######## design 1 ########
**Design 1: wires at chosen ports, followed through buffers**

(2 px per um)
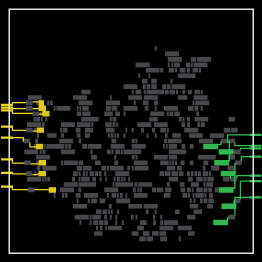

### config.mk
export PLATFORM = sky130hd
export DESIGN_NAME = calc_display_flat
export DESIGN_NICKNAME = d
export VERILOG_FILES = /design/src/rtl/calc_display_pkg.sv /design/src/rtl/calc_display_if.sv /design/src/rtl/calc_display_seg7_decoder.sv /design/src/rtl/calc_display.sv /design/src/flat_wrapper.sv
export SDC_FILE = /design/constraint.sdc
export NUM_CORES = 1
export LEC_CHECK = 0
export CAP_MARGIN = 5
export CORE_MARGIN = 5
export CORE_UTILIZATION = 25
export DETAILED_ROUTE_END_ITERATION = 7
export HOLD_SLACK_MARGIN = 0.15
export PLACE_DENSITY = 0.48
export RECOVER_POWER = 50
export SYNTH_ARGS = -nofsm -noshare
export SYNTH_HDL_FRONTEND = slang
export SYNTH_SLANG_ARGS = --single-unit
### constraint.sdc
create_clock -name clk -period 2.4 [get_ports clk]
set_input_delay 0.36 -clock clk [delete_from_list [all_inputs] [get_ports clk]]
set_output_delay 0.36 -clock clk [all_outputs]
set_load 0.05 [all_outputs]
### src/rtl/calc_display_pkg.sv
// calc_display_pkg
//   Shared definitions for the calculator display stage: converter FSM state
//   encodings, active-low 7-segment constants ({g,f,e,d,c,b,a}) and the
//   double-dabble add-3 helper.
package calc_display_pkg;

    typedef enum logic [1:0] {
        ST_IDLE  = 2'd0,
        ST_SHIFT = 2'd1,
        ST_LATCH = 2'd2
    } cd_state_t;

    // Active-low segment codes, bit order {g,f,e,d,c,b,a}
    localparam logic [6:0] SEG_D0    = 7'b1000000;
    localparam logic [6:0] SEG_D1    = 7'b1111001;
    localparam logic [6:0] SEG_D2    = 7'b0100100;
    localparam logic [6:0] SEG_D3    = 7'b0110000;
    localparam logic [6:0] SEG_D4    = 7'b0011001;
    localparam logic [6:0] SEG_D5    = 7'b0010010;
    localparam logic [6:0] SEG_D6    = 7'b0000010;
    localparam logic [6:0] SEG_D7    = 7'b1111000;
    localparam logic [6:0] SEG_D8    = 7'b0000000;
    localparam logic [6:0] SEG_D9    = 7'b0010000;
    localparam logic [6:0] SEG_BLANK = 7'b1111111;
    localparam logic [6:0] SEG_E     = 7'b0000110;
    localparam logic [6:0] SEG_R     = 7'b0101111;

    // Double-dabble correction: any BCD nibble >= 5 gets +3 before the shift
    // so it carries correctly into the next decade.
    function automatic logic [11:0] dd_adjust(input logic [11:0] s);
        logic [11:0] r;
        r = s;
        for (int i = 0; i < 3; i++) begin
            if (s[i*4 +: 4] >= 4'd5)
                r[i*4 +: 4] = s[i*4 +: 4] + 4'd3;
        end
        return r;
    endfunction

endpackage

### src/rtl/calc_display_if.sv
// calc_display_if
//   Bundles the calculator-facing and display-facing signals of calc_display.
//     value [7:0]  unsigned result from the calculator
//     err          error/overflow flag
//     bcd  [11:0]  latched BCD {hundreds, tens, ones}
//     an   [3:0]   digit anodes, active-low, an[0] rightmost
//     seg  [6:0]   segments, active-low, {g,f,e,d,c,b,a}
//     dp           decimal point, active-low (always off)
//   master: the environment driving value/err; slave: calc_display itself.
interface calc_display_if;
    logic [7:0]  value;
    logic        err;
    logic [11:0] bcd;
    logic [3:0]  an;
    logic [6:0]  seg;
    logic        dp;

    modport master (output value, err, input bcd, an, seg, dp);
    modport slave  (input value, err, output bcd, an, seg, dp);
endinterface

### src/rtl/calc_display_seg7_decoder.sv
// seg7_decoder
//   Combinational nibble to active-low 7-segment decoder with overrides.
//     nibble [3:0]  BCD digit to show (values above 9 render blank)
//     blank         force all segments off (highest priority)
//     show_e        render 'E'
//     show_r        render 'r'
//     seg [6:0]     active-low segments {g,f,e,d,c,b,a}
module seg7_decoder
    import calc_display_pkg::*;
(
    input  logic [3:0] nibble,
    input  logic       blank,
    input  logic       show_e,
    input  logic       show_r,
    output logic [6:0] seg
);

    always_comb begin
        seg = SEG_BLANK;
        if (blank) begin
            seg = SEG_BLANK;
        end else if (show_e) begin
            seg = SEG_E;
        end else if (show_r) begin
            seg = SEG_R;
        end else begin
            case (nibble)
                4'd0:    seg = SEG_D0;
                4'd1:    seg = SEG_D1;
                4'd2:    seg = SEG_D2;
                4'd3:    seg = SEG_D3;
                4'd4:    seg = SEG_D4;
                4'd5:    seg = SEG_D5;
                4'd6:    seg = SEG_D6;
                4'd7:    seg = SEG_D7;
                4'd8:    seg = SEG_D8;
                4'd9:    seg = SEG_D9;
                default: seg = SEG_BLANK;
            endcase
        end
    end

endmodule

### src/rtl/calc_display.sv
// calc_display
//   Display stage for the 4-bit calculator. A free-running double-dabble FSM
//   (IDLE -> 8x SHIFT -> LATCH, 10-cycle period) converts the 8-bit result to
//   three BCD digits; a refresh counter scans a 4-digit active-low multiplexed
//   7-segment display with leading-zero blanking, or "Err" when err was set.
//   Ports:
//     clk         system clock
//     rst         synchronous active-high reset
//     bus.value   input value, sampled only in IDLE
//     bus.err     error flag, sampled only in IDLE
//     bus.bcd     latched BCD of the last conversion
//     bus.an      registered digit anodes (active-low)
//     bus.seg     registered segments (active-low)
//     bus.dp      decimal point, constant off
module calc_display
    import calc_display_pkg::*;
#(
    parameter int REFRESH_BITS = 16
) (
    input  logic         clk,
    input  logic         rst,
    calc_display_if.slave bus
);

    localparam logic [REFRESH_BITS-1:0] REFRESH_ONE = REFRESH_BITS'(1);

    cd_state_t         state;
    logic [7:0]        shift_reg;
    logic [11:0]       scratch;
    logic [2:0]        bit_cnt;
    logic              err_s;
    logic              err_q;
    logic [11:0]       bcd_q;

    logic [REFRESH_BITS-1:0] refresh_cnt;
    logic [1:0]        idx;

    logic [3:0]        dig_nib;
    logic              dig_blank;
    logic              dig_e;
    logic              dig_r;
    logic [6:0]        dec_seg;
    logic [3:0]        an_q;
    logic [6:0]        seg_q;

    // ---------------- converter FSM ----------------
    always_ff @(posedge clk) begin
        if (rst) begin
            state     <= ST_IDLE;
            shift_reg <= 8'd0;
            scratch   <= 12'd0;
            bit_cnt   <= 3'd0;
            err_s     <= 1'b0;
            err_q     <= 1'b0;
            bcd_q     <= 12'd0;
        end else begin
            case (state)
                ST_IDLE: begin
                    shift_reg <= bus.value;
                    err_s     <= bus.err;
                    scratch   <= 12'd0;
                    bit_cnt   <= 3'd0;
                    state     <= ST_SHIFT;
                end
                ST_SHIFT: begin
                    // correct first, then shift the whole 20-bit chain left
                    {scratch, shift_reg} <= {dd_adjust(scratch), shift_reg} << 1;
                    bit_cnt <= bit_cnt + 3'd1;
                    if (bit_cnt == 3'd7)
                        state <= ST_LATCH;
                end
                ST_LATCH: begin
                    bcd_q <= scratch;
                    err_q <= err_s;
                    state <= ST_IDLE;
                end
                default: state <= ST_IDLE;
            endcase
        end
    end

    // ---------------- scan counter ----------------
    always_ff @(posedge clk) begin
        if (rst) begin
            refresh_cnt <= '0;
            idx         <= 2'd0;
        end else begin
            refresh_cnt <= refresh_cnt + REFRESH_ONE;
            if (refresh_cnt == '1)
                idx <= idx + 2'd1;
        end
    end

    // ---------------- digit select ----------------
    // Leading-zero blanking: tens is only blank when hundreds is also zero,
    // the ones digit always shows.
    always_comb begin
        dig_nib   = 4'd0;
        dig_blank = 1'b1;
        dig_e     = 1'b0;
        dig_r     = 1'b0;
        if (err_q) begin
            case (idx)
                2'd2: begin dig_blank = 1'b0; dig_e = 1'b1; end
                2'd1,
                2'd0: begin dig_blank = 1'b0; dig_r = 1'b1; end
                default: dig_blank = 1'b1;
            endcase
        end else begin
            case (idx)
                2'd0: begin
                    dig_nib   = bcd_q[3:0];
                    dig_blank = 1'b0;
                end
                2'd1: begin
                    dig_nib   = bcd_q[7:4];
                    dig_blank = (bcd_q[11:8] == 4'd0) && (bcd_q[7:4] == 4'd0);
                end
                2'd2: begin
                    dig_nib   = bcd_q[11:8];
                    dig_blank = (bcd_q[11:8] == 4'd0);
                end
                default: dig_blank = 1'b1;
            endcase
        end
    end

    seg7_decoder u_dec (
        .nibble (dig_nib),
        .blank  (dig_blank),
        .show_e (dig_e),
        .show_r (dig_r),
        .seg    (dec_seg)
    );

    // ---------------- output registers ----------------
    always_ff @(posedge clk) begin
        if (rst) begin
            an_q  <= 4'hF;
            seg_q <= SEG_BLANK;
        end else begin
            an_q  <= ~(4'b0001 << idx);
            seg_q <= dec_seg;
        end
    end

    assign bus.bcd = bcd_q;
    assign bus.an  = an_q;
    assign bus.seg = seg_q;
    assign bus.dp  = 1'b1;

endmodule

### src/flat_wrapper.sv
// flat-port wrapper written by rule: the top's interface ports become plain ports
module calc_display_flat import calc_display_pkg::*;
#(
    parameter int REFRESH_BITS = 16
)
  (clk, rst, bus_value, bus_err, bus_bcd, bus_an, bus_seg, bus_dp);
  calc_display_if bus_i ();
  input  logic clk;
  input  logic rst;
  input wire logic [$bits(bus_i.value)-1:0] bus_value;
  input wire logic [$bits(bus_i.err)-1:0] bus_err;
  output wire logic [$bits(bus_i.bcd)-1:0] bus_bcd;
  output wire logic [$bits(bus_i.an)-1:0] bus_an;
  output wire logic [$bits(bus_i.seg)-1:0] bus_seg;
  output wire logic [$bits(bus_i.dp)-1:0] bus_dp;
  assign bus_i.value = bus_value;
  assign bus_i.err = bus_err;
  assign bus_bcd = bus_i.bcd;
  assign bus_an = bus_i.an;
  assign bus_seg = bus_i.seg;
  assign bus_dp = bus_i.dp;
  calc_display #(.REFRESH_BITS(REFRESH_BITS)) u_core (.clk(clk), .rst(rst), .bus(bus_i));
endmodule
######## design 2 ########
[src/rtl/bank_ctrl.sv]
// bank_ctrl: serial-command sequencer driving a two-port bank SRAM (port A read, port B write)
module bank_ctrl #(
  parameter int WIDTH  = 128,
  parameter int AW     = 7,
  parameter int RD_LAT = 1
) (
  input  logic             vsi_clk,
  input  logic             vsi_reset,
  input  logic             vsi_inputData,
  input  logic             vsi_chipSelect,
  output logic             vsi_outputData,
  output logic             busy,
  output logic             sram_cen_a,
  output logic [AW-1:0]    sram_aA,
  output logic             sram_cen_b,
  output logic [AW-1:0]    sram_aB,
  output logic [WIDTH-1:0] sram_d,
  output logic [WIDTH-1:0] sram_bw,
  input  logic [WIDTH-1:0] sram_q
);
  localparam int BW = $clog2(WIDTH + 1);
  localparam int CW = (BW > AW + 1) ? BW : AW + 1;
  typedef enum logic [3:0] {IDLE, HDR, WDAT, WR, FILL, RD, RWAIT, SHO, ENDW} state_t;
  state_t           r_state, w_nxt;
  logic [CW-1:0]    r_cnt, w_cnt;
  logic [AW+1:0]    r_hdr, w_hdr;
  logic [WIDTH-1:0] r_dat, w_dat;
  logic             r_out;
  logic [1:0]       w_op;
  logic [AW-1:0]    w_addr;
  logic             w_wr;
  assign w_op   = r_hdr[AW+1:AW];
  assign w_addr = r_hdr[AW-1:0];
  assign w_wr   = (r_state == WR) || (r_state == FILL);
  // r_dat holds write data and doubles as the read-back shift register
  always_comb begin
    w_nxt = r_state;
    w_cnt = r_cnt;
    w_hdr = r_hdr;
    w_dat = r_dat;
    case (r_state)
      IDLE: if (vsi_chipSelect) begin
        w_hdr = {r_hdr[AW:0], vsi_inputData};
        w_cnt = CW'(1);
        w_nxt = HDR;
      end
      HDR: if (!vsi_chipSelect) begin
        w_nxt = IDLE;
        w_cnt = '0;
      end else begin
        w_hdr = {r_hdr[AW:0], vsi_inputData};
        w_cnt = r_cnt + CW'(1);
        if (r_cnt == CW'(AW + 1)) begin
          w_cnt = '0;
          w_nxt = (w_hdr[AW+1:AW] == 2'b00) ? ENDW : (w_hdr[AW+1:AW] == 2'b10) ? RD : WDAT;
        end
      end
      WDAT: if (!vsi_chipSelect) begin
        w_nxt = IDLE;
        w_cnt = '0;
      end else begin
        w_dat = {r_dat[WIDTH-2:0], vsi_inputData};
        w_cnt = r_cnt + CW'(1);
        if (r_cnt == CW'(WIDTH - 1)) begin
          w_cnt = '0;
          w_nxt = (w_op == 2'b11) ? FILL : WR;
        end
      end
      WR: w_nxt = ENDW;
      FILL: begin
        w_cnt = r_cnt + CW'(1);
        if (r_cnt == CW'((1 << AW) - 1)) begin
          w_cnt = '0;
          w_nxt = ENDW;
        end
      end
      RD: w_nxt = RWAIT;
      RWAIT: begin
        w_cnt = r_cnt + CW'(1);
        if (r_cnt == CW'(RD_LAT - 1)) begin
          w_cnt = '0;
          w_dat = sram_q;
          w_nxt = SHO;
        end
      end
      SHO: if (!vsi_chipSelect) begin
        w_nxt = IDLE;
        w_cnt = '0;
      end else begin
        w_dat = {r_dat[WIDTH-2:0], 1'b0};
        w_cnt = r_cnt + CW'(1);
        if (r_cnt == CW'(WIDTH - 1)) begin
          w_cnt = '0;
          w_nxt = ENDW;
        end
      end
      ENDW: w_nxt = vsi_chipSelect ? ENDW : IDLE;
      default: begin
        w_nxt = IDLE;
        w_cnt = '0;
      end
    endcase
  end
  always_ff @(posedge vsi_clk or posedge vsi_reset) begin
    if (vsi_reset) begin
      r_state <= IDLE;
      r_cnt   <= '0;
      r_hdr   <= '0;
      r_dat   <= '0;
      r_out   <= 1'b0;
    end else begin
      r_state <= w_nxt;
      r_cnt   <= w_cnt;
      r_hdr   <= w_hdr;
      r_dat   <= w_dat;
      r_out   <= (w_nxt == SHO) && w_dat[WIDTH-1];
    end
  end
  assign vsi_outputData = r_out;
  assign busy           = r_state != IDLE;
  assign sram_cen_a     = r_state != RD;
  assign sram_aA        = (r_state == RD) ? w_addr : '0;
  assign sram_cen_b     = !w_wr;
  assign sram_aB        = (r_state == FILL) ? r_cnt[AW-1:0] : (r_state == WR) ? w_addr : '0;
  assign sram_d         = w_wr ? r_dat : '0;
  assign sram_bw        = {WIDTH{w_wr}};
endmodule
[config.mk]
export PLATFORM = sky130hd
export DESIGN_NAME = bank_ctrl
export DESIGN_NICKNAME = d
export VERILOG_FILES = /design/src/rtl/bank_ctrl.sv
export SDC_FILE = /design/constraint.sdc
export NUM_CORES = 1
export LEC_CHECK = 0
export CAP_MARGIN = 5
export CELL_PAD_IN_SITES_DETAIL_PLACEMENT = 1
export CELL_PAD_IN_SITES_GLOBAL_PLACEMENT = 1
export CORE_MARGIN = 2
export CORE_UTILIZATION = 30
export CTS_BUF_LIST = sky130_fd_sc_hd__clkbuf_2
export CTS_CLUSTER_DIAMETER = 50
export CTS_CLUSTER_SIZE = 14
export DETAILED_ROUTE_END_ITERATION = 8
export PLACE_DENSITY_LB_ADDON = 0.1
export SYNTH_ARGS = -nofsm -noshare
export SYNTH_HDL_FRONTEND = slang
export SYNTH_SLANG_ARGS = --single-unit
[constraint.sdc]
create_clock -name vsi_clk -period 6.4 [get_ports vsi_clk]
set_clock_uncertainty 0.05 [all_clocks]
set_input_delay 1.6 -clock vsi_clk [delete_from_list [all_inputs] [get_ports vsi_clk]]
set_output_delay 1.6 -clock vsi_clk [all_outputs]
set_load 0.02 [all_outputs]
**Design 1: cell classes on the final placement**

(3 px per um)
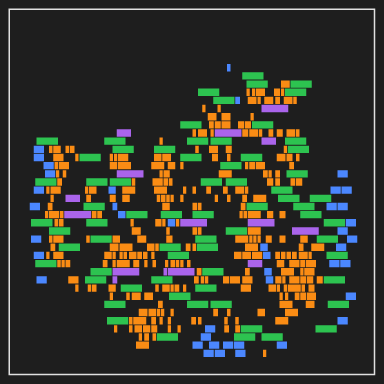
| color | class | cells |
|---|---|---|
| orange | all other logic | 271 |
| purple | clock drivers and dummy loads | 15 |
| blue | other buffers and delay cells | 42 |
| green | flip-flops | 68 |

About 'wires at chosen ports, followed through buffers' of design 1:
| color | port | bits | direction | end cells | buffers | wire |
|---|---|---|---|---|---|---|
| yellow | bus_value | 8 | input | 8 | 8 | 107 um |
| green | bus_seg | 7 | output | 7 | 7 | 119 um |

==> run notes, design 1 <==
Counting flops and latches in the post-synthesis netlist gives 68. The worst path meets setup with 189 ps of slack. Number of buffers inserted for hold repair after clock tree synthesis: 0. The library cells used most frequently in the layout, excluding fill and tap cells, are 68 x sky130_fd_sc_hd__dfxtp_1, 49 x sky130_fd_sc_hd__nor2_1, 48 x sky130_fd_sc_hd__nand2_1.

The clock passes through at most 2 buffers. The run gives 121 um for the y dimension of the die. The detailed router placed 2492 vias in this run. The tools report the nature of the critical path endpoint as a flop. In this run the worst path has a maximum fanout of 8. For this run, the number of Yosys warnings is 0. The power drawn by the combinational cells is 0.128 mW, and the residual antenna-violating net count after detailed routing is 0.

The run finished with clean final reports. The synthesized netlist has a Yosys-reported chip area of 0.00309 mm^2. In this run the clock root is driven by a sky130_fd_sc_hd__clkbuf_16. Combinational cells account for 5.0% of the total power.
design 1: worst paths after layout:
| check | to | from | slack [ps] |
|---|---|---|---|
| worst max-delay path | u_core.bus.seg[1] | u_core.idx[1] | 190 |
| worst min-delay path | u_core.refresh_cnt[0] | u_core.refresh_cnt[0] | 440 |
| worst max register to register | u_core.bus.seg[1] | u_core.idx[1] | 190 |
| worst min register to register | u_core.refresh_cnt[0] | u_core.refresh_cnt[0] | 440 |
design 1: layer usage:
layer	track usage, %	routed length, um	vias up
li1	-	-	1287
met1	11.5	3130	1137
met2	14.8	3010	58
met3	3.45	351	10
met4	4.20	127	0
met5	0	0	-
design 1: layout make-up:
type	instances	area share, %
flip-flops and latches	68	35.0
repair buffers	42	9.94
multi-input cells	260	41.2
clock inverters	1	0.129
well taps	168	5.41
inverters	11	1.06
clock buffers	14	7.30
design 1: per-stage QoR:
step	hold WS, ps	power (mW)
CTS	446	2.59
global placement	424	1.32
floorplan	413	1.27
finish	445	2.55
detailed placement	435	1.32
global route	464	2.66
design 1: cell families after synthesis:
kind of cell	synth area share, %
compound gates	14.9
flops	44.0
mux	3.56
xor+xnor	5.10
buf+inv	4.29
fa+ha+maj	7.68
other cells	0.121
simple gates	20.4
**Design 2: signal wires on met1**

(3 px per um) Supply wires on this layer in gray. Cells faint in the background.
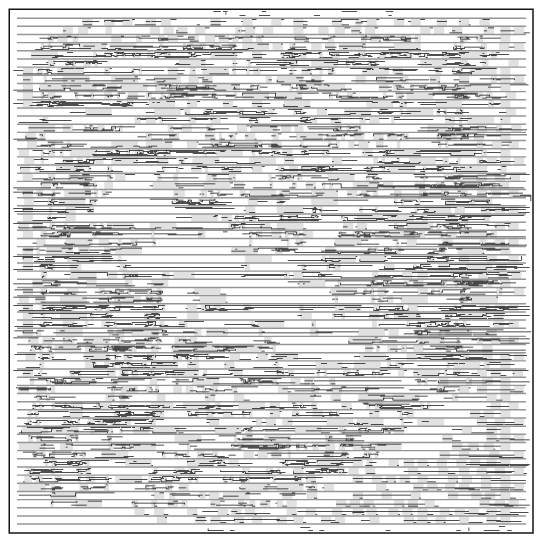
main direction: horizontal
share of all routed wire: 42%

==> run notes, design 2 <==
Of the cells placed in the final design, the portion with a size suffix greater than 1 is 4.83%. Ranked by total cell area, the synthesized netlist is headed by sky130_fd_sc_hd__dfrtp_1 43%, sky130_fd_sc_hd__nand2_1 12%, sky130_fd_sc_hd__buf_4 11%. OpenROAD emitted warnings numbering 30. Ranked by instance count, the synthesized netlist is headed by 281 x sky130_fd_sc_hd__nand2_1, 150 x sky130_fd_sc_hd__dfrtp_1, 129 x sky130_fd_sc_hd__and2_1, 128 x sky130_fd_sc_hd__buf_4, 126 x sky130_fd_sc_hd__a22oi_1. TritonCTS built the clock tree. The global-route wire length before repair came out at 47600 um.

The run gives 471 ps for the final hold slack. Per the repair_timing log after CTS, setup buffers inserted total 0. For the final tally of setup violations, the log shows 0. The flow ran to the end, and the final reports show no timing, DRC or antenna violations. The maximum operating frequency is 0.187 GHz, and the sum of overflow across all layers after global routing is 0. With the power consumed by the clock network at 0.532 mW, the final cell count without fillers is 1652. Non-clock buffers in the final layout number 415. After detailed routing, no signal wire sits above met4. The iteration-0 DRC count of the detailed router is 492, and the transition time of the tightest slew-check pin is 1060 ps. The root buffer cell is sky130_fd_sc_hd__clkbuf_2.

The number of standard cells reported by yosys is 1009, and the final hold violation count is 0. STA classifies the critical path startpoint as a flop. The run gives 150 as the number of clock sinks. Largest cell class by area: buffers.

The tools report the number of global-route vias before repair as 7894. In this run the cell area of the synthesized design comes to 0.00868 mm^2.
==> design 2: worst paths after layout <==
| check | to | slack, ps | startpoint | cells after the start |
|---|---|---|---|---|
| max | sram_d[120] | 1050 | r_state[0] | 6 |
| min | r_dat[123] | 470 | r_dat[122] | 2 |
| max reg2reg | vsi_outputData | 3240 | r_state[0] | 7 |
| min reg2reg | r_dat[123] | 470 | r_dat[122] | 2 |
| max in group asynchronous | r_dat[26] | 3960 | vsi_reset | 3 |
| min in group asynchronous | r_dat[53] | 1260 | vsi_reset | 2 |
==> design 2: logic make-up (layout without fill, tap and decap cells) <==
logic type	after synthesis	in the layout	synth area share, %
and+or+nand+nor	467	467	25.7
buffers and inverters	204	457	14.7
AOI/OAI and AO/OA	174	174	14.6
DFF	150	150	43.3
muxes	8	8	1.04
xor gates and xnor gates	4	4	0.404
adders and majority gates	2	2	0.288
other	0	6	0
==> design 2: registers in the layout, summed over array words and instances (netlist names) <==
signal and flops:
r_cnt 8, r_dat 128, r_hdr 9, r_state 4
vsi_outputData 1
==> design 2: tightest hold or removal path, delay by kind of cell (launching register included) <==
family | cells | cell delay (ps)
AND/OR/NAND/NOR | 1 | 50
flip-flops | 1 | 410
AND-OR/OR-AND | 1 | 90

######## design 3 ########
**Design 3: cell classes on the final placement**

(4 px per um)
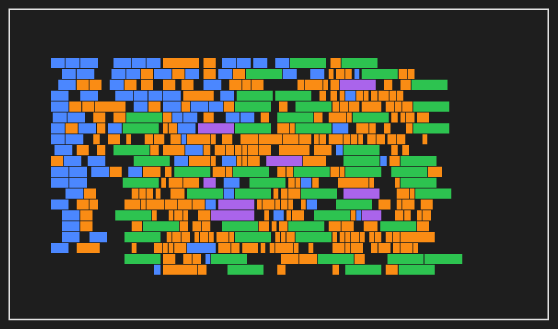

File: src/rtl/alarm_ring_controller.sv
// alarm_ring_controller: sequences the alarm buzzer from time match through ring, snooze and timeout to dismissal.
// All outputs are registered from the next-state decode, so they follow their cause by one clock.
module alarm_ring_controller #(
   parameter int CLK_HZ         = 10000,
   parameter int BEEP_HALF_CYC  = 2500,
   parameter int RING_TIMEOUT_S = 60,
   parameter int SNOOZE_S       = 300,
   parameter int SNOOZE_MAX     = 3
) (
   input  logic        clk,
   input  logic        rst_n,
   input  logic        alarm_en,
   input  logic [13:0] hours,
   input  logic [13:0] minutes,
   input  logic [13:0] alarm_hours,
   input  logic [13:0] alarm_minutes,
   input  logic        stop,
   input  logic        snooze,
   output logic        beep,
   output logic        ringing,
   output logic        snoozed,
   output logic [1:0]  ring_state
);
   localparam logic [1:0] IDLE = 2'd0, RING = 2'd1, SNZ = 2'd2, DISM = 2'd3;
   localparam int PW = $clog2(CLK_HZ + 1);
   localparam int HW = $clog2(BEEP_HALF_CYC + 1);
   localparam int RW = $clog2(RING_TIMEOUT_S + 1);
   localparam int SW = $clog2(SNOOZE_S + 1);
   localparam int CW = $clog2(SNOOZE_MAX + 1);
   localparam logic [PW-1:0] PRE_LAST  = PW'(CLK_HZ - 1);
   localparam logic [HW-1:0] PH_LAST   = HW'(BEEP_HALF_CYC - 1);
   localparam logic [RW-1:0] RING_LAST = RW'(RING_TIMEOUT_S - 1);
   localparam logic [RW-1:0] RING_TOP  = RW'(RING_TIMEOUT_S);
   localparam logic [SW-1:0] SNZ_LAST  = SW'(SNOOZE_S - 1);
   localparam logic [SW-1:0] SNZ_TOP   = SW'(SNOOZE_S);
   localparam logic [CW-1:0] CNT_MAX   = CW'(SNOOZE_MAX);

   logic [1:0]    state, nxt;
   logic          match, match_q, stop_q, snooze_q;
   logic          match_rise, stop_rise, snooze_rise, sec_tick;
   logic          ring_done, snz_done, enter_ring, enter_snz;
   logic [PW-1:0] presc;
   logic [HW-1:0] ph_cnt, ph_cnt_nxt;
   logic          phase, phase_nxt;
   logic [RW-1:0] ring_t, ring_t_nxt;
   logic [SW-1:0] snz_t, snz_t_nxt;
   logic [CW-1:0] snz_cnt, snz_cnt_nxt;

   assign match       = alarm_en & (hours == alarm_hours) & (minutes == alarm_minutes);
   assign match_rise  = match & ~match_q;
   assign stop_rise   = stop & ~stop_q;
   assign snooze_rise = snooze & ~snooze_q;
   assign sec_tick    = presc == PRE_LAST;
   assign ring_done   = sec_tick & (ring_t == RING_LAST);
   assign snz_done    = sec_tick & (snz_t == SNZ_LAST);

   // Stop outranks snooze; snooze outranks a timeout landing in the same cycle.
   always_comb begin
      nxt = !alarm_en        ? IDLE :
            (state == IDLE)  ? (match_rise ? RING : IDLE) :
            (state == RING)  ? (stop_rise ? DISM :
                                snooze_rise ? ((snz_cnt < CNT_MAX) ? SNZ : DISM) :
                                ring_done ? DISM : RING) :
            (state == SNZ)   ? (stop_rise ? DISM : snz_done ? RING : SNZ) :
                               (match ? DISM : IDLE);
      enter_ring  = (nxt == RING) & (state != RING);
      enter_snz   = (nxt == SNZ) & (state != SNZ);
      ring_t_nxt  = enter_ring ? '0 :
                    ((state == RING) & sec_tick & (ring_t != RING_TOP)) ? ring_t + 1'b1 : ring_t;
      snz_t_nxt   = enter_snz ? '0 :
                    ((state == SNZ) & sec_tick & (snz_t != SNZ_TOP)) ? snz_t + 1'b1 : snz_t;
      snz_cnt_nxt = ((nxt == IDLE) | (nxt == DISM)) ? '0 :
                    ((state == RING) & (nxt == SNZ)) ? snz_cnt + 1'b1 : snz_cnt;
      ph_cnt_nxt  = enter_ring ? '0 :
                    (state == RING) ? ((ph_cnt == PH_LAST) ? '0 : ph_cnt + 1'b1) : ph_cnt;
      phase_nxt   = enter_ring ? 1'b1 :
                    ((state == RING) & (ph_cnt == PH_LAST)) ? ~phase : phase;
   end

   always_ff @(posedge clk or negedge rst_n) begin
      if (!rst_n) begin
         state      <= IDLE;
         match_q    <= 1'b0;
         stop_q     <= 1'b0;
         snooze_q   <= 1'b0;
         presc      <= '0;
         ph_cnt     <= '0;
         phase      <= 1'b0;
         ring_t     <= '0;
         snz_t      <= '0;
         snz_cnt    <= '0;
         beep       <= 1'b0;
         ringing    <= 1'b0;
         snoozed    <= 1'b0;
         ring_state <= IDLE;
      end else begin
         state      <= nxt;
         match_q    <= match;
         stop_q     <= stop;
         snooze_q   <= snooze;
         presc      <= sec_tick ? '0 : presc + 1'b1;
         ph_cnt     <= ph_cnt_nxt;
         phase      <= phase_nxt;
         ring_t     <= ring_t_nxt;
         snz_t      <= snz_t_nxt;
         snz_cnt    <= snz_cnt_nxt;
         beep       <= (nxt == RING) & phase_nxt;
         ringing    <= nxt == RING;
         snoozed    <= nxt == SNZ;
         ring_state <= nxt;
      end
   end
endmodule

File: config.mk
export PLATFORM = sky130hd
export DESIGN_NAME = alarm_ring_controller
export DESIGN_NICKNAME = d
export VERILOG_FILES = /design/src/rtl/alarm_ring_controller.sv
export SDC_FILE = /design/constraint.sdc
export NUM_CORES = 1
export LEC_CHECK = 0
export ABC_CLOCK_PERIOD_IN_PS = 2800
export CORE_ASPECT_RATIO = 0.5
export CORE_MARGIN = 10
export CORE_UTILIZATION = 46
export CTS_BUF_LIST = sky130_fd_sc_hd__clkbuf_8 sky130_fd_sc_hd__clkbuf_16
export DETAILED_ROUTE_END_ITERATION = 10
export GPL_TIMING_DRIVEN = 0
export PLACE_DENSITY = 0.78
export SLEW_MARGIN = 20
export SYNTH_ARGS = -nofsm -noshare
export SYNTH_HDL_FRONTEND = slang
export SYNTH_SLANG_ARGS = --single-unit
File: constraint.sdc
create_clock -name clk -period 2.8 [get_ports clk]
set_input_delay 0.56 -clock clk [delete_from_list [all_inputs] [get_ports clk]]
set_output_delay 0.56 -clock clk [all_outputs]
set_load 0.005 [all_outputs]
######## design 4 ########
File: src/rtl/arbitro_rr_param.sv
// Arbiter moving words from N_IN input FIFOs to N_OUT output FIFOs, routed by a destination field.
// Fixed-priority or round-robin grant with a pop -> capture -> push pipeline.
module arbitro_rr_param #(
    parameter int N_IN     = 4,
    parameter int N_OUT    = 4,
    parameter int DATA_W   = 6,
    parameter int DEST_LSB = 4
) (
    input  logic                     clk,
    input  logic                     reset,
    input  logic                     mode,
    input  logic [N_IN-1:0]          empties,
    input  logic [N_OUT-1:0]         almost_full,
    input  logic [N_IN*DATA_W-1:0]   data_in,
    output logic [N_IN-1:0]          pop,
    output logic [N_OUT-1:0]         push,
    output logic [DATA_W-1:0]        data_out,
    output logic                     dest_err,
    output logic [1:0]               state
);

    localparam int IW = (N_IN > 1) ? $clog2(N_IN) : 1;
    localparam int DW = (N_OUT > 1) ? $clog2(N_OUT) : 1;

    typedef enum logic [1:0] {
        S_INIT   = 2'd0,
        S_IDLE   = 2'd1,
        S_ACTIVE = 2'd2
    } state_t;

    state_t            state_r, state_nxt;
    logic [IW-1:0]     rr_ptr;
    logic [N_IN-1:0]   elig;
    logic              gnt_vld;
    logic [IW-1:0]     gnt_idx;
    logic [IW-1:0]     idx_p0, idx_p1;
    logic              vld_p1;
    logic [DATA_W-1:0] word_p1;
    logic [DW-1:0]     dest_p1;

    assign state = state_r;

    // Grant decision; a channel popped this cycle is masked because its empty flag lags by one cycle
    always_comb begin
        elig    = ~empties & ~pop;
        gnt_vld = 1'b0;
        gnt_idx = '0;
        if (state_r != S_INIT && !(|almost_full)) begin
            if (!mode) begin
                for (int i = N_IN-1; i >= 0; i--) begin
                    if (elig[i]) begin
                        gnt_vld = 1'b1;
                        gnt_idx = IW'(i);
                    end
                end
            end else begin
                for (int j = N_IN-1; j >= 0; j--) begin
                    if (elig[(int'(rr_ptr) + j) % N_IN]) begin
                        gnt_vld = 1'b1;
                        gnt_idx = IW'((int'(rr_ptr) + j) % N_IN);
                    end
                end
            end
        end
    end

    always_comb begin
        state_nxt = S_INIT;
        case (state_r)
            S_INIT:   state_nxt = S_IDLE;
            S_IDLE,
            S_ACTIVE: state_nxt = gnt_vld ? S_ACTIVE : S_IDLE;
            default:  state_nxt = S_INIT;
        endcase
    end

    assign word_p1 = data_in[int'(idx_p1)*DATA_W +: DATA_W];
    assign dest_p1 = word_p1[DEST_LSB +: DW];

    // Stage p0: pop strobe; stage p1: FIFO read data valid; stage p2: push toward the output FIFO
    always_ff @(posedge clk) begin
        if (reset) begin
            state_r  <= S_INIT;
            rr_ptr   <= '0;
            pop      <= '0;
            vld_p1   <= 1'b0;
            push     <= '0;
            data_out <= '0;
            dest_err <= 1'b0;
        end else begin
            state_r  <= state_nxt;
            pop      <= gnt_vld ? ({{(N_IN-1){1'b0}}, 1'b1} << gnt_idx) : '0;
            if (gnt_vld)
                rr_ptr <= (int'(gnt_idx) == N_IN-1) ? '0 : gnt_idx + IW'(1);
            vld_p1   <= |pop;
            push     <= '0;
            dest_err <= 1'b0;
            if (vld_p1) begin
                if (int'(dest_p1) < N_OUT) begin
                    push     <= {{(N_OUT-1){1'b0}}, 1'b1} << dest_p1;
                    data_out <= word_p1;
                end else begin
                    dest_err <= 1'b1;
                end
            end
        end
    end

    always_ff @(posedge clk) begin
        if (gnt_vld)
            idx_p0 <= gnt_idx;
        idx_p1 <= idx_p0;
    end

endmodule

File: config.mk
export PLATFORM = sky130hd
export DESIGN_NAME = arbitro_rr_param
export DESIGN_NICKNAME = d
export VERILOG_FILES = /design/src/rtl/arbitro_rr_param.sv
export SDC_FILE = /design/constraint.sdc
export NUM_CORES = 1
export LEC_CHECK = 0
export ABC_AREA = 1
export CAP_MARGIN = 30
export CORE_ASPECT_RATIO = 1.5
export CORE_UTILIZATION = 28
export CTS_BUF_LIST = sky130_fd_sc_hd__clkbuf_4 sky130_fd_sc_hd__clkbuf_8
export DETAILED_ROUTE_END_ITERATION = 7
export GPL_TIMING_DRIVEN = 0
export SYNTH_ARGS = -nofsm -noshare
export SYNTH_HDL_FRONTEND = slang
export SYNTH_SLANG_ARGS = --single-unit
File: constraint.sdc
create_clock -name clk -period 1.6 [get_ports clk]
set_input_delay 0.32 -clock clk [delete_from_list [all_inputs] [get_ports clk]]
set_output_delay 0.32 -clock clk [all_outputs]
set_load 0.01 [all_outputs]
######## design 5 ########
[config.mk]
export PLATFORM = sky130hd
export DESIGN_NAME = pkt_demux
export DESIGN_NICKNAME = d
export VERILOG_FILES = /design/src/rtl/pkt_demux.sv
export SDC_FILE = /design/constraint.sdc
export NUM_CORES = 1
export LEC_CHECK = 0
export ABC_AREA = 1
export CORE_MARGIN = 4
export CORE_UTILIZATION = 35
export CTS_CLUSTER_DIAMETER = 100
export DETAILED_ROUTE_END_ITERATION = 12
export HOLD_SLACK_MARGIN = 0.06
export MAX_ROUTING_LAYER = met4
export PLACE_DENSITY = 0.56
export RECOVER_POWER = 50
export SETUP_SLACK_MARGIN = 0.5
export SLEW_MARGIN = 10
export SYNTH_ARGS = -nofsm -noshare
export SYNTH_HDL_FRONTEND = slang
export SYNTH_SLANG_ARGS = --single-unit
[constraint.sdc]
create_clock -name clk -period 2.63 [get_ports clk]
set_input_delay 0.526 -clock clk [delete_from_list [all_inputs] [get_ports clk]]
set_output_delay 0.526 -clock clk [all_outputs]
set_load 0.01 [all_outputs]
[src/rtl/pkt_demux.sv]
// Framed symbol-stream demux: strips ordered sets and splits STP/SDP packets onto TLP/DLLP ports.
// Optional per-port good-packet counters are enabled with `define PKT_DEMUX_STATS_EN.
module pkt_demux #(
  parameter int         MAX_LEN = 16,
  parameter logic [7:0] COM     = 8'hBC,
  parameter logic [7:0] SKP     = 8'h1C,
  parameter logic [7:0] STP     = 8'hFB,
  parameter logic [7:0] SDP     = 8'h5C,
  parameter logic [7:0] ENDS    = 8'hFD,
  parameter logic [7:0] IDL     = 8'h7C
) (
  input  logic       clk,
  input  logic       reset,
  input  logic       valid,
  input  logic [7:0] data,
  output logic       tlp_valid,
  output logic [7:0] tlp_data,
  output logic       tlp_sop,
  output logic       tlp_eop,
  output logic       dllp_valid,
  output logic [7:0] dllp_data,
  output logic       dllp_sop,
  output logic       dllp_eop,
`ifdef PKT_DEMUX_STATS_EN
  output logic [7:0] tlp_cnt,
  output logic [7:0] dllp_cnt,
`endif
  output logic       err
);

  localparam int            CW      = $clog2(MAX_LEN + 1);
  localparam logic [CW-1:0] CNT_MAX = CW'(MAX_LEN);
  localparam logic [CW-1:0] CNT_ONE = CW'(1);

  typedef enum logic [1:0] {ST_IDLE, ST_TLP, ST_DLLP, ST_DROP} state_t;

  state_t        state, state_n;
  logic [CW-1:0] cnt, cnt_n;
  logic [7:0]    hold, hold_n;
  logic          beat, beat_sop, beat_eop, beat_dllp, err_n, is_sym;

  assign is_sym = (data == COM) || (data == SKP) || (data == STP) ||
                  (data == SDP) || (data == ENDS) || (data == IDL);

  // cnt counts bytes taken into the current packet; the hold register is occupied whenever cnt != 0
  always_comb begin
    state_n   = state;
    cnt_n     = cnt;
    hold_n    = hold;
    beat      = 1'b0;
    beat_sop  = 1'b0;
    beat_eop  = 1'b0;
    beat_dllp = (state == ST_DLLP);
    err_n     = 1'b0;
    if (valid) begin
      case (state)
        ST_IDLE: begin
          if (data == STP)
            state_n = ST_TLP;
          else if (data == SDP)
            state_n = ST_DLLP;
          else if (!((data == COM) || (data == SKP) || (data == IDL)))
            err_n = 1'b1;
        end
        ST_TLP, ST_DLLP: begin
          beat_sop = (cnt == CNT_ONE);
          if (!is_sym) begin
            if (cnt == CNT_MAX) begin
              beat     = 1'b1;
              beat_eop = 1'b1;
              err_n    = 1'b1;
              cnt_n    = '0;
              state_n  = ST_DROP;
            end else begin
              beat   = (cnt != '0);
              hold_n = data;
              cnt_n  = cnt + CNT_ONE;
            end
          end else if (data == ENDS) begin
            beat     = (cnt != '0);
            beat_eop = 1'b1;
            err_n    = (cnt == '0);
            cnt_n    = '0;
            state_n  = ST_IDLE;
          end else if (!((data == COM) || (data == SKP))) begin
            // IDL/STP/SDP abort the packet; STP/SDP also open a new one
            beat     = (cnt != '0);
            beat_eop = 1'b1;
            err_n    = 1'b1;
            cnt_n    = '0;
            if (data == STP)
              state_n = ST_TLP;
            else if (data == SDP)
              state_n = ST_DLLP;
            else
              state_n = ST_IDLE;
          end
        end
        ST_DROP: begin
          if ((data == ENDS) || (data == IDL))
            state_n = ST_IDLE;
          else if (data == STP)
            state_n = ST_TLP;
          else if (data == SDP)
            state_n = ST_DLLP;
        end
        default: state_n = ST_IDLE;
      endcase
    end
  end

  always_ff @(posedge clk) begin
    if (reset) begin
      state      <= ST_IDLE;
      cnt        <= '0;
      hold       <= '0;
      tlp_valid  <= 1'b0;
      tlp_data   <= '0;
      tlp_sop    <= 1'b0;
      tlp_eop    <= 1'b0;
      dllp_valid <= 1'b0;
      dllp_data  <= '0;
      dllp_sop   <= 1'b0;
      dllp_eop   <= 1'b0;
      err        <= 1'b0;
    end else begin
      state      <= state_n;
      cnt        <= cnt_n;
      hold       <= hold_n;
      tlp_valid  <= beat & ~beat_dllp;
      tlp_data   <= (beat & ~beat_dllp) ? hold : 8'h00;
      tlp_sop    <= beat & ~beat_dllp & beat_sop;
      tlp_eop    <= beat & ~beat_dllp & beat_eop;
      dllp_valid <= beat & beat_dllp;
      dllp_data  <= (beat & beat_dllp) ? hold : 8'h00;
      dllp_sop   <= beat & beat_dllp & beat_sop;
      dllp_eop   <= beat & beat_dllp & beat_eop;
      err        <= err_n;
    end
  end

`ifdef PKT_DEMUX_STATS_EN
  // Count error-free end-of-packet beats per port, saturating
  always_ff @(posedge clk) begin
    if (reset) begin
      tlp_cnt  <= '0;
      dllp_cnt <= '0;
    end else if (beat && beat_eop && !err_n) begin
      if (!beat_dllp && tlp_cnt != 8'hFF)
        tlp_cnt <= tlp_cnt + 8'd1;
      if (beat_dllp && dllp_cnt != 8'hFF)
        dllp_cnt <= dllp_cnt + 8'd1;
    end
  end
`endif

endmodule


## Gallery

Signal wires on met1.
panel A
(6 px per um) Supply wires on this layer in gray. Cells faint in the background.
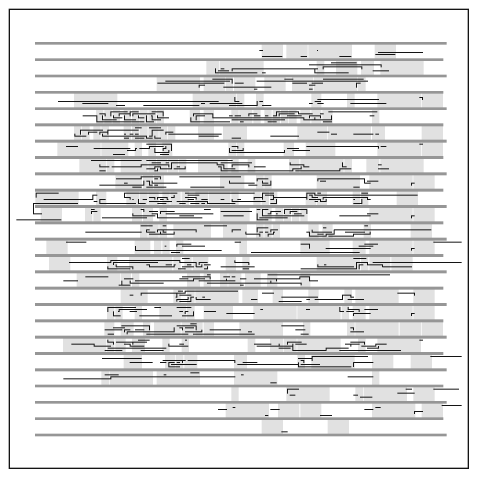
panel B
(6 px per um) Supply wires on this layer in gray. Cells faint in the background.
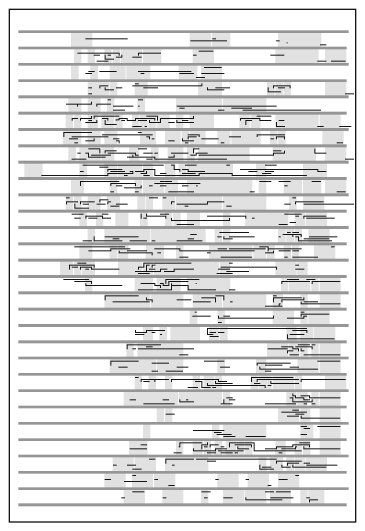
panel C
(4 px per um) Supply wires on this layer in gray. Cells faint in the background.
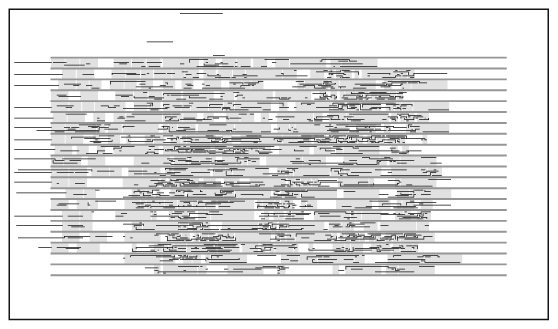
Panel A comes from design 5.
Panel C comes from design 3.
Panel B comes from design 4.
- largest die: panel C

**Design 4: cell density map**

(4 px per um) 6 x 9 tiles, from dark blue (low) to red (high), 0 to 100% covered.
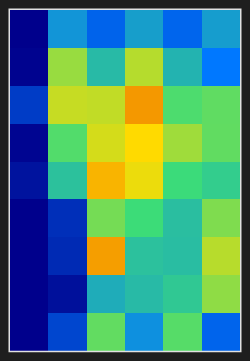
densest ninth of the die: middle
nearly empty tiles: 13%
tiles over 75% full: 7.4%
fullest tile: 83%

==> run notes, design 4 <==
Per the OpenROAD power report, leakage power amounts to 0.882 nW. The part of the power in registers was 49.6%; the summed standard-cell area reported by yosys was 0.00129 mm^2. The final reports fail on DRC, setup timing.

At floorplan, the net count of the design was reported as 226. In this run, the combinational gates consume 20.3% of the power. The flow ran to the end, but the final reports show violations.

Per the power-grid run, VDD falls by no more than 0.000269 V. Power attributed to combinational cells is 0.243 mW. The last timing report of the flow puts the setup violation total at 2. The final route contains 1381 vias. With the final setup slack of the worst path at -92.1 ps, the count of unresolved DRC violations after routing is 8. With the initial antenna violation count at 0, the number of flip-flops and latches in the synthesized netlist is 23. The met2 usage in global routing was 27.0%. The endpoint identified for the worst register-to-register timing path is rr_ptr[1].
-- design 4: critical path, cell delays in order (launching register included) --
cell and delay (ps):
sky130_fd_sc_hd__dfxtp_2 340, sky130_fd_sc_hd__buf_8 140, sky130_fd_sc_hd__inv_8 50, sky130_fd_sc_hd__nand2_2 60, sky130_fd_sc_hd__nand2_2 60, sky130_fd_sc_hd__nand2_2 70
sky130_fd_sc_hd__nand2_2 70, sky130_fd_sc_hd__a21oi_2 100, sky130_fd_sc_hd__nand2_1 50, sky130_fd_sc_hd__nand2_1 80, sky130_fd_sc_hd__nand2_2 70, sky130_fd_sc_hd__nand2_2 80
sky130_fd_sc_hd__inv_2 50, sky130_fd_sc_hd__ha_4 250, sky130_fd_sc_hd__o21ai_2 40, sky130_fd_sc_hd__a21oi_1 110
-- design 4: timing repair --
item,in CTS,in global routing
pin swaps,6,2
buffers inserted,4,0
setup endpoints to repair,4,4
resized,14,4
endpoints found under the hold margin,0,0
hold buffers,0,0
-- design 4: state kept, by name, indices dropped and copies added (netlist names) --
register / cells
vld_p1: 1
data_out: 6
state: 2
pop: 4
rr_ptr: 2
idx_p1: 2
push: 4
idx_p0: 2
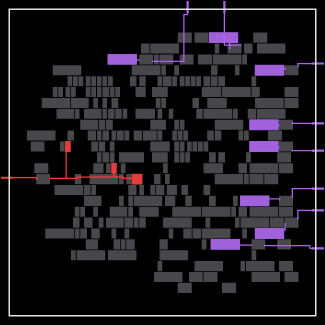
**Above:** design 5 (wires at chosen ports, followed through buffers).
(4 px per um)
| color | port | bits | direction | end cells | buffers | wire |
|---|---|---|---|---|---|---|
| purple | dllp_data | 8 | output | 8 | 8 | 92.7 um |
| red | reset | 1 | input | 3 | 1 | 41.2 um |

**Design 5: cell classes on the final placement**

(4 px per um)
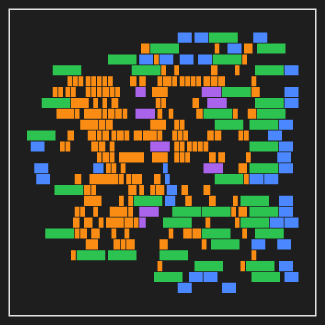
| color | class | cells |
|---|---|---|
| orange | all other logic | 165 |
| green | flip-flops | 38 |
| purple | clock drivers and dummy loads | 8 |
| blue | other buffers and delay cells | 38 |

==> run notes, design 5 <==
The tools report the number of standard cells reported by yosys as 207. The row count is 24, and the die extent in x is 76.3 um. Combinational share of power: 22.8%. The growth of design area from synthesis to finish was 29.8%. Clock tree buffers and inverters occupy 4.49% of the routed design's cell area.

The flow ran to the end, and the final reports show no timing, DRC or antenna violations. Power spread over the standard cell area amounts to 644 mW/mm^2. The total nets after synthesis is 225. Per the layout area report, the combinational gate area comes to 723 um^2. Per the slew report, the remaining headroom to the max-slew limit stands at 74.7%. The global-route layer with the greatest usage was met2. Area occupied by registers: 761 um^2. The logs give 0 for the final hold violation count and 0.831 for the last weighted congestion value of the routability-driven placer. For the count of unresolved DRC violations after routing, the log shows 0. The design draws 1.36 mW.

The report lists the cells along the critical path as dlygate4sd3_1 > inv_1 > nand2_1 > nor2_1 > nand2_1 > nand3_1 > nor2_1 > nand2_1 > nand4_1 > nand2_1 > a21oi_1. By area, the class that comes first in the final layout consists of sequential cells. Based on the critical path, the design can be clocked at up to 0.449 GHz. The worst setup path is captured at a flop. The root buffer cell chosen for the clock tree is sky130_fd_sc_hd__clkbuf_8. The run gives 52 as the number of well taps.

The first global-routing pass estimated 5500 um of wire. Global routing used 13.9% of the available met1 tracks. The final route contains 1326 vias. The met2 usage in global routing was 19.4%; the number of clock sinks was 38.

The number of global-route vias before repair is 1222, and the synthesized-area fraction occupied by adder cells is 5.37%.
design 5: path summary, 6_finish.rpt:
kind                 start          end  slack [ps]  cells after the start
hold / removal     hold[5]  tlp_data[5]         470                      2
setup / recovery   data[7]       cnt[4]         400                     11
setup reg to reg  state[1]      tlp_sop         660                     10
hold reg to reg    hold[5]  tlp_data[5]         470                      2
design 5: power by group through the flow:
stage          logic (mW)  clock network [mW]  registers (mW)
2_1_floorplan       0.233                   0           0.654
3_3_place_gp        0.314                   0           0.656
5_1_grt             0.352               0.449           0.648
6_report            0.312               0.410           0.642
4_1_cts             0.310               0.425           0.642
3_5_place_dp        0.309                   0           0.656
design 5: through the flow:
| step | cell area (um^2) | std cells | util (%) | hold slack (ps) | worst slack (ps) |
|---|---|---|---|---|---|
| after detailed placement | 2040 | 293 | 45.8 | 460 | 256 |
| after CTS | 2130 | 301 | 48.0 | 471 | 554 |
| final | 2120 | 301 | 47.6 | 470 | 404 |
| after global placement | 2040 | 293 | 45.8 | 462 | 240 |
| after global routing | 2120 | 301 | 47.6 | 495 | 258 |
| after floorplan | 1630 | 207 | - | 437 | 867 |
**Design 3: wires at chosen ports, followed through buffers**

(3 px per um)
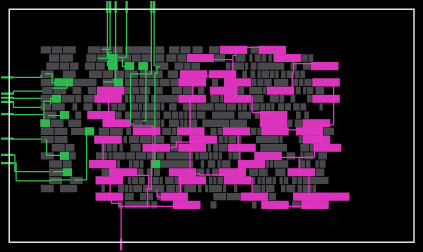
| color | port | bits | direction | end cells | buffers | wire |
|---|---|---|---|---|---|---|
| green | alarm_minutes | 14 | input | 14 | 14 | 389 um |
| magenta | rst_n | 1 | input | 52 | 2 | 413 um |

## Picture notes: 'cell classes on the final placement' of design 3
| color | class | cells |
|---|---|---|
| purple | clock drivers and dummy loads | 8 |
| green | flip-flops | 52 |
| blue | other buffers and delay cells | 81 |
| orange | all other logic | 248 |

==> run notes, design 3 <==
The run finished with clean final reports. The instance tally after logic synthesis is 311. At the end of routability-driven placement, the weighted congestion stood at 0.823. The core region is 0.00621 mm^2. For this block, the initial DRC count from the detailed router was 222.

In this run the worst setup path begins at alarm_hours[9]. The library cells used most frequently in the layout, excluding fill and tap cells, are 51 x sky130_fd_sc_hd__dfrtp_1, 41 x sky130_fd_sc_hd__xnor2_1, 33 x sky130_fd_sc_hd__dlymetal6s2s_1. In this run the static leakage power is 1.98 nW. For this block, the via count after detailed routing is 2685.

Per the detail_route log, met2 wirelength is 4090 um. Counting flops with a built-in enable in the synthesized netlist gives 0. The signal on the critical path passes through clkdlybuf4s50_1 > xnor2_1 > nand4_1 > nor4_4 > nand2_2 > a311o_1 > ha_4 > and2_4 > nor3_4 > a21oi_2 > and2_1. For the initial antenna violation count, the log shows 0. For reference, the top logic cell family by area is simple AND/OR/NAND/NOR gates.

During I/O placement, the number of pins put on the boundary was 66. The run gives 16.8 um for the mean routed wirelength per cell. The final worst-path cycle share was 99.5%; the reg2reg setup slack was 80 ps.
[design 3: area by class of cell]
class | instances | area, um^2 | share of cell area, %
inverter | 11 | 41.3 | 0.976
buffer | 9 | 55.1 | 1.30
clock buffer | 6 | 139 | 3.28
tap | 88 | 110 | 2.60
sequential | 52 | 1300 | 30.8
multi-input combinational | 237 | 1750 | 41.4
timing repair buffer | 72 | 793 | 18.8
clock inverter | 2 | 38.8 | 0.917
[design 3: metrics by stage]
step / setup TNS, ps / total power [mW] / hold slack [ps] / utilization, %
2_1_floorplan: 0 / 1.17 / 264 / -
3_3_place_gp: -22040 / 1.32 / 454 / 60.7
3_5_place_dp: -13150 / 1.36 / 466 / 61.0
4_1_cts: -7.55 / 2.09 / 280 / 64.4
5_1_grt: -240 / 2.22 / 318 / 68.2
6_report: 0 / 2.12 / 262 / 68.2
[design 3: flip-flops by register name, summed over array words and instances, names as in the netlist]
register	cells
presc	14
ph_cnt	12
snz_t	9
ring_t	6
snz_cnt	2
state	2
beep	1
match_q	1
phase	1
ringing	1
snooze_q	1
snoozed	1
stop_q	1


==> screenshots <==
Cell density map.
Plate I
(4 px per um) 8 x 8 tiles, from dark blue (low) to red (high), 0 to 100% covered.
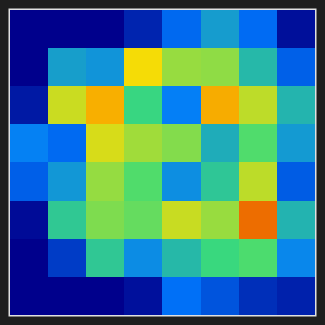
Plate II
(2 px per um) 17 x 17 tiles, from dark blue (low) to red (high), 0 to 100% covered.
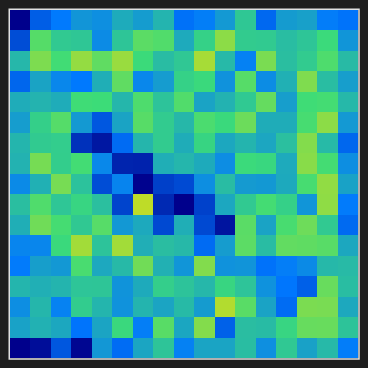
Plate III
(4 px per um) 13 x 8 tiles, from dark blue (low) to red (high), 0 to 100% covered.
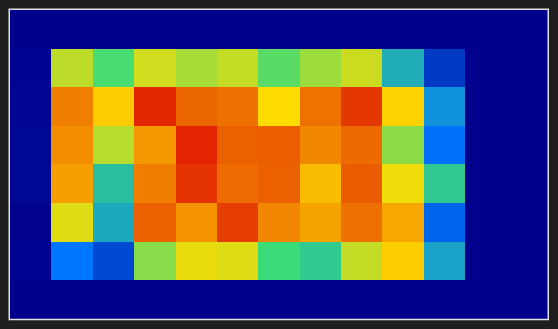
Plate IV
(3 px per um) 12 x 12 tiles, from dark blue (low) to red (high), 0 to 100% covered.
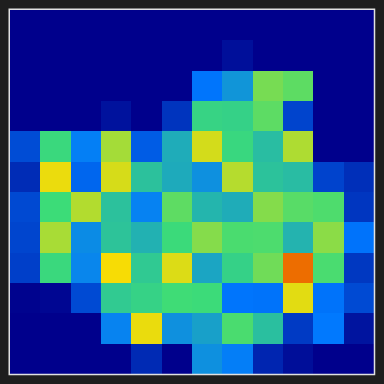
Plate III is design 3.
Plate IV is design 1.
Plate II is design 2.
Plate I is design 5.


## Gallery

Cell outlines without signal wires.
(a)
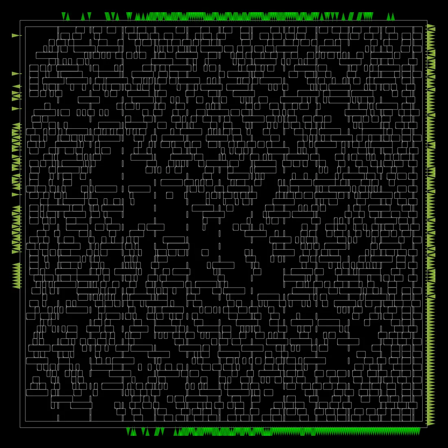
(b)
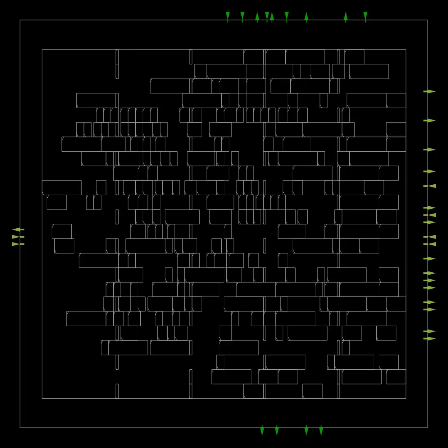
(c)
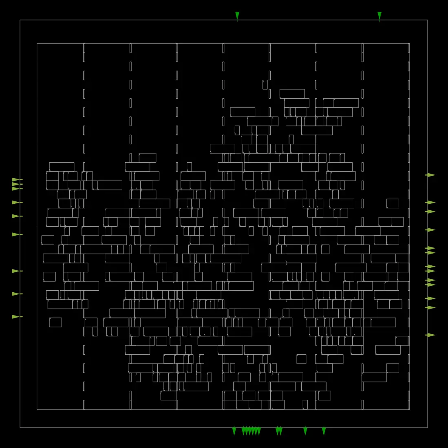
(d)
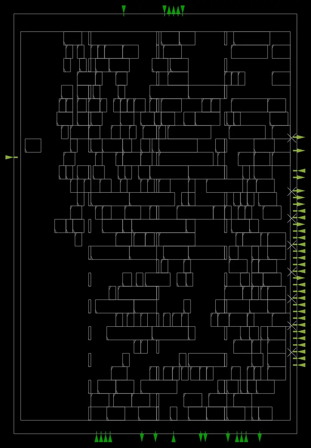
- (c) = design 1
- (d) = design 4
- (b) = design 5
- (a) = design 2
The one with the most cells is (a).
The one with the lowest utilization is (c).

Power figures rest on the tool's default switching activity, not on a simulated workload.
